# design 1

**Design 1: clock distribution**

(4 px per um)
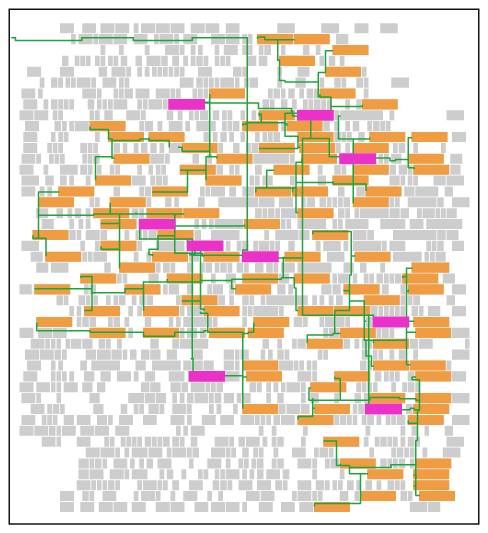

==> src/rtl/mux_sel_pipe_if.sv <==
// mux_sel_pipe_if: handshake bus for mux_sel_pipe.
// Upstream (din/sel/in_valid/in_ready), downstream (dout/out_sel/out_valid/out_ready),
// and the sticky select-error flag with its clear.
interface mux_sel_pipe_if #(
  parameter int unsigned WIDTH    = 32,
  parameter int unsigned CHANNELS = 4,
  parameter int unsigned SEL_W    = 2
);
  logic [CHANNELS*WIDTH-1:0] din;
  logic [SEL_W-1:0]          sel;
  logic                      in_valid;
  logic                      in_ready;
  logic [WIDTH-1:0]          dout;
  logic [SEL_W-1:0]          out_sel;
  logic                      out_valid;
  logic                      out_ready;
  logic                      sel_err;
  logic                      err_clr;

  modport master (
    output din, sel, in_valid, out_ready, err_clr,
    input  in_ready, dout, out_sel, out_valid, sel_err
  );

  modport slave (
    input  din, sel, in_valid, out_ready, err_clr,
    output in_ready, dout, out_sel, out_valid, sel_err
  );
endinterface

==> src/rtl/mux_sel_pipe.sv <==
// mux_sel_pipe: registered channel mux feeding a 2-entry FIFO.
// The selected channel and its select value are captured on an input transfer;
// the oldest entry is presented on dout/out_sel from registers.
// Optional feature: define MUX_SEL_PIPE_SELCHK_EN to enable the sticky
// out-of-range select flag sel_err (cleared by err_clr, set wins).
module mux_sel_pipe #(
  parameter int unsigned WIDTH    = 32,
  parameter int unsigned CHANNELS = 4,
  parameter int unsigned SEL_W    = 2
) (
  input logic           clk,
  input logic           rst_n,
  mux_sel_pipe_if.slave bus
);

  logic [WIDTH-1:0] mem_d [2];
  logic [SEL_W-1:0] mem_s [2];
  logic             wptr, rptr;
  logic [1:0]       count;
  logic             in_ready_q, out_valid_q;
  logic [WIDTH-1:0] dout_q;
  logic [SEL_W-1:0] out_sel_q;

  logic             push, pop;
  logic [WIDTH-1:0] cap_data;
  logic             sel_hit;
  logic [1:0]       count_n;
  logic             wptr_n, rptr_n;
  logic [WIDTH-1:0] head_d_n;
  logic [SEL_W-1:0] head_s_n;

  assign push = bus.in_valid && in_ready_q;
  assign pop  = out_valid_q && bus.out_ready;

  // Channel selection; an unmatched select falls back to channel 0.
  always_comb begin
    cap_data = bus.din[WIDTH-1:0];
    sel_hit  = 1'b0;
    for (int unsigned k = 0; k < CHANNELS; k++) begin
      if (bus.sel == SEL_W'(k)) begin
        cap_data = bus.din[k*WIDTH +: WIDTH];
        sel_hit  = 1'b1;
      end
    end
  end

  // Occupancy/pointer update and next head entry.
  // The head comes from the incoming capture when the slot being written is the
  // slot the read pointer will point at (empty push, or push+pop with one entry).
  always_comb begin
    count_n = count;
    case ({push, pop})
      2'b10:   count_n = count + 2'd1;
      2'b01:   count_n = count - 2'd1;
      default: count_n = count;
    endcase
    wptr_n   = wptr ^ push;
    rptr_n   = rptr ^ pop;
    head_d_n = dout_q;
    head_s_n = out_sel_q;
    if (count_n != 2'd0) begin
      if (push && (wptr == rptr_n)) begin
        head_d_n = cap_data;
        head_s_n = bus.sel;
      end else begin
        head_d_n = mem_d[rptr_n];
        head_s_n = mem_s[rptr_n];
      end
    end
  end

  // FIFO storage write on input transfer.
  always_ff @(posedge clk or negedge rst_n) begin
    if (!rst_n) begin
      mem_d[0] <= '0;
      mem_d[1] <= '0;
      mem_s[0] <= '0;
      mem_s[1] <= '0;
    end else if (push) begin
      mem_d[wptr] <= cap_data;
      mem_s[wptr] <= bus.sel;
    end
  end

  // Control state and registered head/handshake outputs.
  always_ff @(posedge clk or negedge rst_n) begin
    if (!rst_n) begin
      count       <= '0;
      wptr        <= 1'b0;
      rptr        <= 1'b0;
      in_ready_q  <= 1'b0;
      out_valid_q <= 1'b0;
      dout_q      <= '0;
      out_sel_q   <= '0;
    end else begin
      count       <= count_n;
      wptr        <= wptr_n;
      rptr        <= rptr_n;
      in_ready_q  <= (count_n != 2'd2);
      out_valid_q <= (count_n != 2'd0);
      dout_q      <= head_d_n;
      out_sel_q   <= head_s_n;
    end
  end

  assign bus.in_ready  = in_ready_q;
  assign bus.out_valid = out_valid_q;
  assign bus.dout      = dout_q;
  assign bus.out_sel   = out_sel_q;

`ifdef MUX_SEL_PIPE_SELCHK_EN
  logic sel_err_q;

  // Sticky out-of-range flag; a setting transfer beats a same-cycle clear.
  always_ff @(posedge clk or negedge rst_n) begin
    if (!rst_n) begin
      sel_err_q <= 1'b0;
    end else if (push && !sel_hit) begin
      sel_err_q <= 1'b1;
    end else if (bus.err_clr) begin
      sel_err_q <= 1'b0;
    end
  end

  assign bus.sel_err = sel_err_q;
`else
  logic [1:0] unused_chk;
  assign unused_chk  = {bus.err_clr, sel_hit};
  assign bus.sel_err = 1'b0;
`endif

endmodule

==> src/flat_wrapper.sv <==
// flat-port wrapper written by rule: the top's interface ports become plain ports
module mux_sel_pipe_flat 
#(
  parameter int unsigned WIDTH    = 32,
  parameter int unsigned CHANNELS = 4,
  parameter int unsigned SEL_W    = 2
)
  (clk, rst_n, bus_din, bus_sel, bus_in_valid, bus_out_ready, bus_err_clr, bus_in_ready, bus_dout, bus_out_sel, bus_out_valid, bus_sel_err);
  mux_sel_pipe_if #(.WIDTH(WIDTH), .CHANNELS(CHANNELS), .SEL_W(SEL_W)) bus_i ();
  input logic clk;
  input logic rst_n;
  input wire logic [$bits(bus_i.din)-1:0] bus_din;
  input wire logic [$bits(bus_i.sel)-1:0] bus_sel;
  input wire logic [$bits(bus_i.in_valid)-1:0] bus_in_valid;
  input wire logic [$bits(bus_i.out_ready)-1:0] bus_out_ready;
  input wire logic [$bits(bus_i.err_clr)-1:0] bus_err_clr;
  output wire logic [$bits(bus_i.in_ready)-1:0] bus_in_ready;
  output wire logic [$bits(bus_i.dout)-1:0] bus_dout;
  output wire logic [$bits(bus_i.out_sel)-1:0] bus_out_sel;
  output wire logic [$bits(bus_i.out_valid)-1:0] bus_out_valid;
  output wire logic [$bits(bus_i.sel_err)-1:0] bus_sel_err;
  assign bus_i.din = bus_din;
  assign bus_i.sel = bus_sel;
  assign bus_i.in_valid = bus_in_valid;
  assign bus_i.out_ready = bus_out_ready;
  assign bus_i.err_clr = bus_err_clr;
  assign bus_in_ready = bus_i.in_ready;
  assign bus_dout = bus_i.dout;
  assign bus_out_sel = bus_i.out_sel;
  assign bus_out_valid = bus_i.out_valid;
  assign bus_sel_err = bus_i.sel_err;
  mux_sel_pipe #(.WIDTH(WIDTH), .CHANNELS(CHANNELS), .SEL_W(SEL_W)) u_core (.clk(clk), .rst_n(rst_n), .bus(bus_i));
endmodule
==> config.mk <==
export PLATFORM = sky130hd
export DESIGN_NAME = mux_sel_pipe_flat
export DESIGN_NICKNAME = d
export VERILOG_FILES = /design/src/rtl/mux_sel_pipe_if.sv /design/src/rtl/mux_sel_pipe.sv /design/src/flat_wrapper.sv
export SDC_FILE = /design/constraint.sdc
export NUM_CORES = 1
export LEC_CHECK = 0
export ABC_AREA = 1
export CAP_MARGIN = 10
export CORE_ASPECT_RATIO = 1.1
export CORE_MARGIN = 2
export CORE_UTILIZATION = 44
export DETAILED_ROUTE_END_ITERATION = 16
export HOLD_SLACK_MARGIN = 0.08
export MAX_ROUTING_LAYER = met4
export PLACE_DENSITY_LB_ADDON = 0.15
export RECOVER_POWER = 50
export SLEW_MARGIN = 0
export SYNTH_ARGS = -nofsm -noshare
export SYNTH_HDL_FRONTEND = slang
export SYNTH_SLANG_ARGS = --single-unit
==> constraint.sdc <==
create_clock -name clk -period 1.77 [get_ports clk]
set_input_delay 0.354 -clock clk [delete_from_list [all_inputs] [get_ports clk]]
set_output_delay 0.354 -clock clk [all_outputs]
set_load 0.03 [all_outputs]
# design 2

--- config.mk ---
export PLATFORM = sky130hd
export DESIGN_NAME = sampler_trigger
export DESIGN_NICKNAME = d
export VERILOG_FILES = /design/src/rtl/sampler_trigger.sv
export SDC_FILE = /design/constraint.sdc
export NUM_CORES = 1
export LEC_CHECK = 0
export ABC_AREA = 1
export CAP_MARGIN = 15
export CELL_PAD_IN_SITES_DETAIL_PLACEMENT = 1
export CELL_PAD_IN_SITES_GLOBAL_PLACEMENT = 1
export CORE_ASPECT_RATIO = 0.8
export CORE_UTILIZATION = 37
export DETAILED_ROUTE_END_ITERATION = 16
export PLACE_DENSITY = 0.8
export SETUP_SLACK_MARGIN = 0.15
export SLEW_MARGIN = 0
export SYNTH_ARGS = -nofsm -noshare
export SYNTH_HDL_FRONTEND = slang
export SYNTH_SLANG_ARGS = --single-unit
export TNS_END_PERCENT = 10
--- constraint.sdc ---
create_clock -name clk -period 1.79 [get_ports clk]
set_input_delay 0.358 -clock clk [delete_from_list [all_inputs] [get_ports clk]]
set_output_delay 0.358 -clock clk [all_outputs]
set_load 0.03 [all_outputs]
--- src/rtl/sampler_trigger.sv ---
// Trigger stage in front of the sampler: pipelines s_in, counts pattern matches and
// raises w_enable after an optional delay. Optional edge mode: SAMPLER_TRIGGER_EDGE_EN.
module sampler_trigger #(
    parameter int width     = 8,
    parameter int countBits = 16,
    parameter int delayBits = 16
) (
    input  logic                 clk,
    input  logic                 reset_n,
    input  logic [width-1:0]     s_in,
    output logic [width-1:0]     sample_out,
    output logic                 w_enable,
    input  logic                 arm,
    input  logic [width-1:0]     trig_mask,
    input  logic [width-1:0]     trig_value,
    input  logic                 trig_edge,
    input  logic [countBits-1:0] trig_count,
    input  logic [delayBits-1:0] trig_delay,
    output logic                 armed,
    output logic                 triggered
);

    typedef enum logic [1:0] {IDLE, ARMED, DELAY, FIRED} state_t;

    state_t               state;
    state_t               state_nxt;
    logic [width-1:0]     q1;
    logic [width-1:0]     value_l;
    logic [width-1:0]     mask_l;
    logic [delayBits-1:0] delay_l;
    logic [delayBits-1:0] dly;
    logic [countBits-1:0] occ;
    logic                 level_hit;
    logic                 hit;

    assign level_hit = ((q1 ^ value_l) & mask_l) == '0;

`ifdef SAMPLER_TRIGGER_EDGE_EN
    logic [width-1:0] prev;
    logic             edge_l;

    // Edge mode: the previous sample must not have matched.
    assign hit = level_hit && (!edge_l || (((prev ^ value_l) & mask_l) != '0));
`else
    logic unused_trig_edge;

    assign unused_trig_edge = trig_edge;
    assign hit              = level_hit;
`endif

    always_comb begin
        state_nxt = state;
        if (!arm) begin
            state_nxt = IDLE;
        end else begin
            case (state)
                IDLE:  state_nxt = ARMED;
                ARMED: if (hit && occ == countBits'(1))
                           state_nxt = (delay_l == '0) ? FIRED : DELAY;
                DELAY: if (dly == delayBits'(1)) state_nxt = FIRED;
                FIRED: state_nxt = FIRED;
                default: state_nxt = IDLE;
            endcase
        end
    end

    always_ff @(posedge clk) begin
        if (!reset_n) begin
            state      <= IDLE;
            q1         <= '0;
            sample_out <= '0;
            value_l    <= '0;
            mask_l     <= '0;
            delay_l    <= '0;
            dly        <= '0;
            occ        <= '0;
            armed      <= 1'b0;
            triggered  <= 1'b0;
`ifdef SAMPLER_TRIGGER_EDGE_EN
            prev       <= '0;
            edge_l     <= 1'b0;
`endif
        end else begin
            q1         <= s_in;
            sample_out <= q1;
`ifdef SAMPLER_TRIGGER_EDGE_EN
            prev       <= q1;
`endif
            state      <= state_nxt;
            // Outputs follow the next state so w_enable lines up with the matching sample.
            triggered  <= (state_nxt == FIRED);
            armed      <= (state_nxt == ARMED) || (state_nxt == DELAY);
            case (state)
                IDLE: if (arm) begin
                    value_l <= trig_value;
                    mask_l  <= trig_mask;
                    delay_l <= trig_delay;
                    occ     <= (trig_count == '0) ? countBits'(1) : trig_count;
`ifdef SAMPLER_TRIGGER_EDGE_EN
                    edge_l  <= trig_edge;
`endif
                end
                ARMED: if (arm && hit) begin
                    if (occ > countBits'(1)) occ <= occ - countBits'(1);
                    else if (delay_l != '0)  dly <= delay_l;
                end
                DELAY: if (arm && dly > delayBits'(1)) dly <= dly - delayBits'(1);
                default: ;
            endcase
        end
    end

    assign w_enable = triggered;

endmodule


==> gallery <==
Sequential cells grouped by signal name.
(4 px per um)
image #1
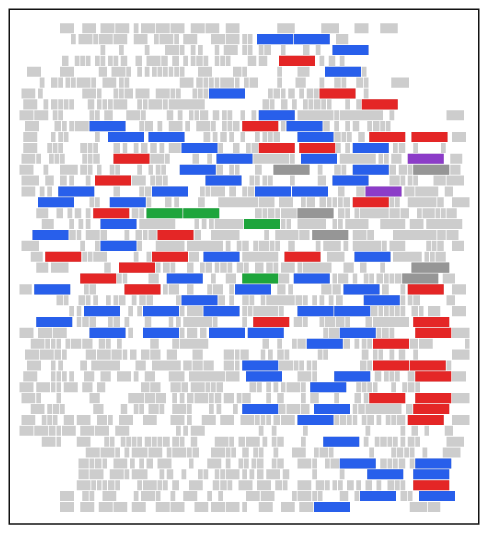
image #2
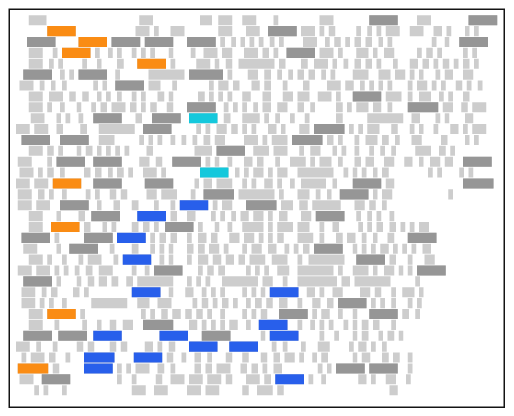
image #1: design 1
image #2: design 2

Key to image #1:
green -> `u_core.mem_s`  # sequential cells 4, where center
blue -> `u_core.mem_d`  # sequential cells 64
red -> `u_core.bus.dout`  # sequential cells 32
purple -> `u_core.count`  # sequential cells 2

**Design 2: power grid**

(3 px per um) Pins as bars on the die edge.
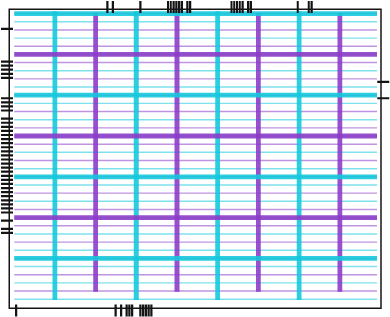
cyan -> VSS
purple -> VDD
rows = 35
met5 straps = 7
signal pins = 71
met1 rails = 36
total core area: 11500 um^2
VDD IR max: 0.413 mV
die y size: 99.1 um
die x size: 123 um

==> flow_summary.ini, design 2 <==
; synthesis and place-and-route metrics
[clock_network]
cts_buffers = 9
clkLatencyLatePin_ns = 0.35
cts-root-buf = clkbuf_16
cts_max_level = 3

[power]
pg_comb_mw = 1.31
p_clk_share_pct = 34.7
pwr-share-comb_pct = 24.9
power.density_nw_per_um2 = 892
pwr-share-seq_pct = 40.4
p_sw_share_pct = 32.8
p_clk_mw = 1.83

[worst_setup_path]
ff2ff_setup_slack_ns = 0.05
end_kind = flip-flop
rr_worst_depth = 9
r2r_end = dly[15]$_SDFFE_PN0P_
crit_chain = buf_4 > nor3_1 > nand2_1 > nor2_2 > nand3_1 > nand3_1 > nand2_1 > nor2_1 > nor2_1
crit_path_max_incr_delay_ns = 0.34
cp.depth = 9
r2r_start = dly[0]$_SDFFE_PN0P_

[global_route]
grt_pass1_wl_um = 21800
first_global_vias = 4621
antenna_found_initial = 0

[route]
drt_iter0_drc = 181
wl_met1_um = 6270
drc = 0
dr.pass1.iters = 5

[yosys]
top_cell_area_share_pct = 38.5
yosysWarningCount = 0
yosys.cell_types.count = 34
ys_async_sr_fraction_pct = 0

[layout]
clkCellAreaFrac_pct = 4.81
n_sequential_cell = 84
nonClkBufAreaFrac_pct = 17.3
regArea_um2 = 1700
synthToLayoutAreaGrowth_pct = 35.4
n_antenna_cell = 0

[placed_design]
hpwl_um = 9590
port_buffers = 69

[die]
num_tap_cells = 148
die_area_um2 = 12200

[sta]
finalCritPeriodShare_pct = 97.1
fin_setup_tns_ns = 0

[run_status]
status = complete, no violations
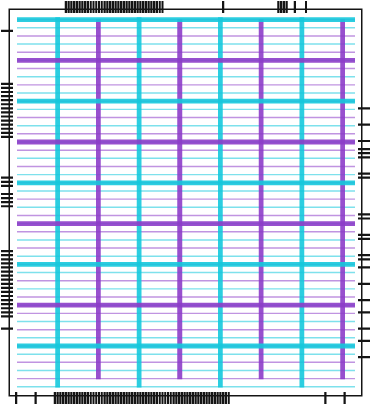
**Above:** design 1 (power grid).
(3 px per um) Pins as bars on the die edge.
purple -> VDD
cyan -> VSS
met4 straps = 8
rows = 45
met5 straps = 9
signal pins = 172
met1 rails = 46

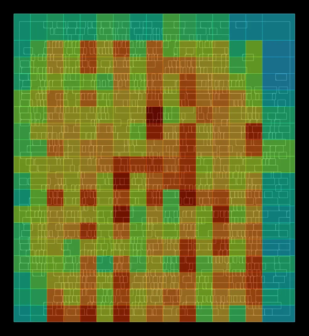
**Above:** design 1 (track usage over the die).
met3 Resource Use GR: 4.21%
Core Util, Final: 65.0%

## Picture notes: 'clock distribution' of design 1
magenta -> clock-net drivers  # count 9
orange -> flip-flops  # count 108
green -> clock wires  # length 1290 um
routed clock nets = 10
clk latency late pin: 0.35 ns
clock power share: 13.8%
Clock net power: 2.06 mW
clk_skew: 0.00710 ns

==> flow_summary.ini, design 1 <==
; synthesis and place-and-route metrics
[hold_path]
hp-class = reg2reg
hold_depth = 2

[power]
p_sw_share_pct = 44.3
power_leader = combinational cells
pwr-share-comb_pct = 56.8

[yosys]
ys_area_um2 = 6180
synthCells = 900
simple_gate_share_pct = 33.3
mux_area_share_pct = 0
numSynthFlops = 108

[route]
vias = 6198
detail-route-antenna-nets = 0
wl_met1_um = 8260

[layout]
n_sequential_cell = 108
drive_gt1_share_pct = 11.9
synthToLayoutAreaGrowth_pct = 45.1
nNonClkInverters = 107
comb_area_share_pct = 32.1
clkCellAreaFrac_pct = 3.35

[run]
maxCapViolCount = 0

[run_status]
status = complete, but fails checks
violations = negative setup slack

[clock_network]
clkTransAtPathRegs_ns = 0.07
post_cts_buffers = 4

[sta]
timing.slew.headroom_pct = 43.8
layout_min_cycle_time_ns = 1.78
setup_viol = 6
worst_slack_ns = -0.0103

[die]
fp-row-count = 45
core_region_area_um2 = 13800
initCoreUtil_pct = 44.8

[worst_setup_path]
cp.required_ns = 2.07
cp-start-kind = flip-flop
crit_fanout = 8

[global_route]
grt_max_degree = 67


## Gallery

Cell classes on the final placement.
(4 px per um) Fill, decap, tap and diode cells in gray.
(a)
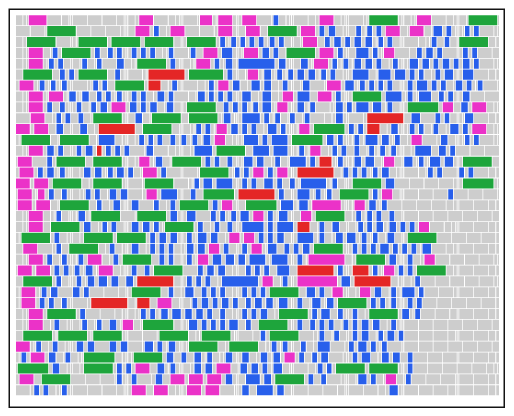
(b)
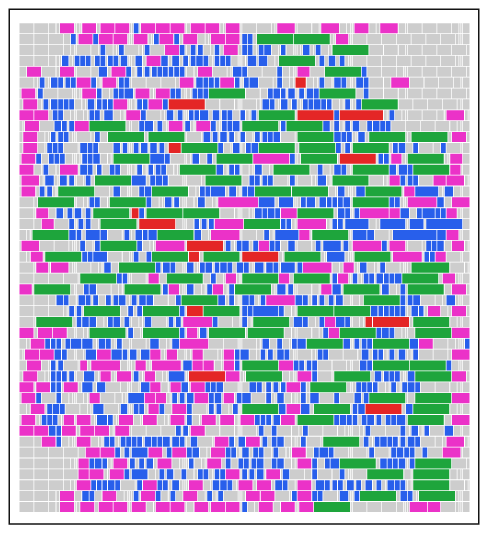
| picture | from |
|---|---|
| (a) | design 2 |
| (b) | design 1 |
Of these, most cells: (b)
Of these, highest utilization: (b)

Key to (a):
green -> registers  # cells 84
red -> clock drivers and dummy loads  # cells 16
magenta -> remaining buffers and delay cells  # cells 107
blue -> remaining logic cells  # cells 574

Power and IR drop assume default switching activity.
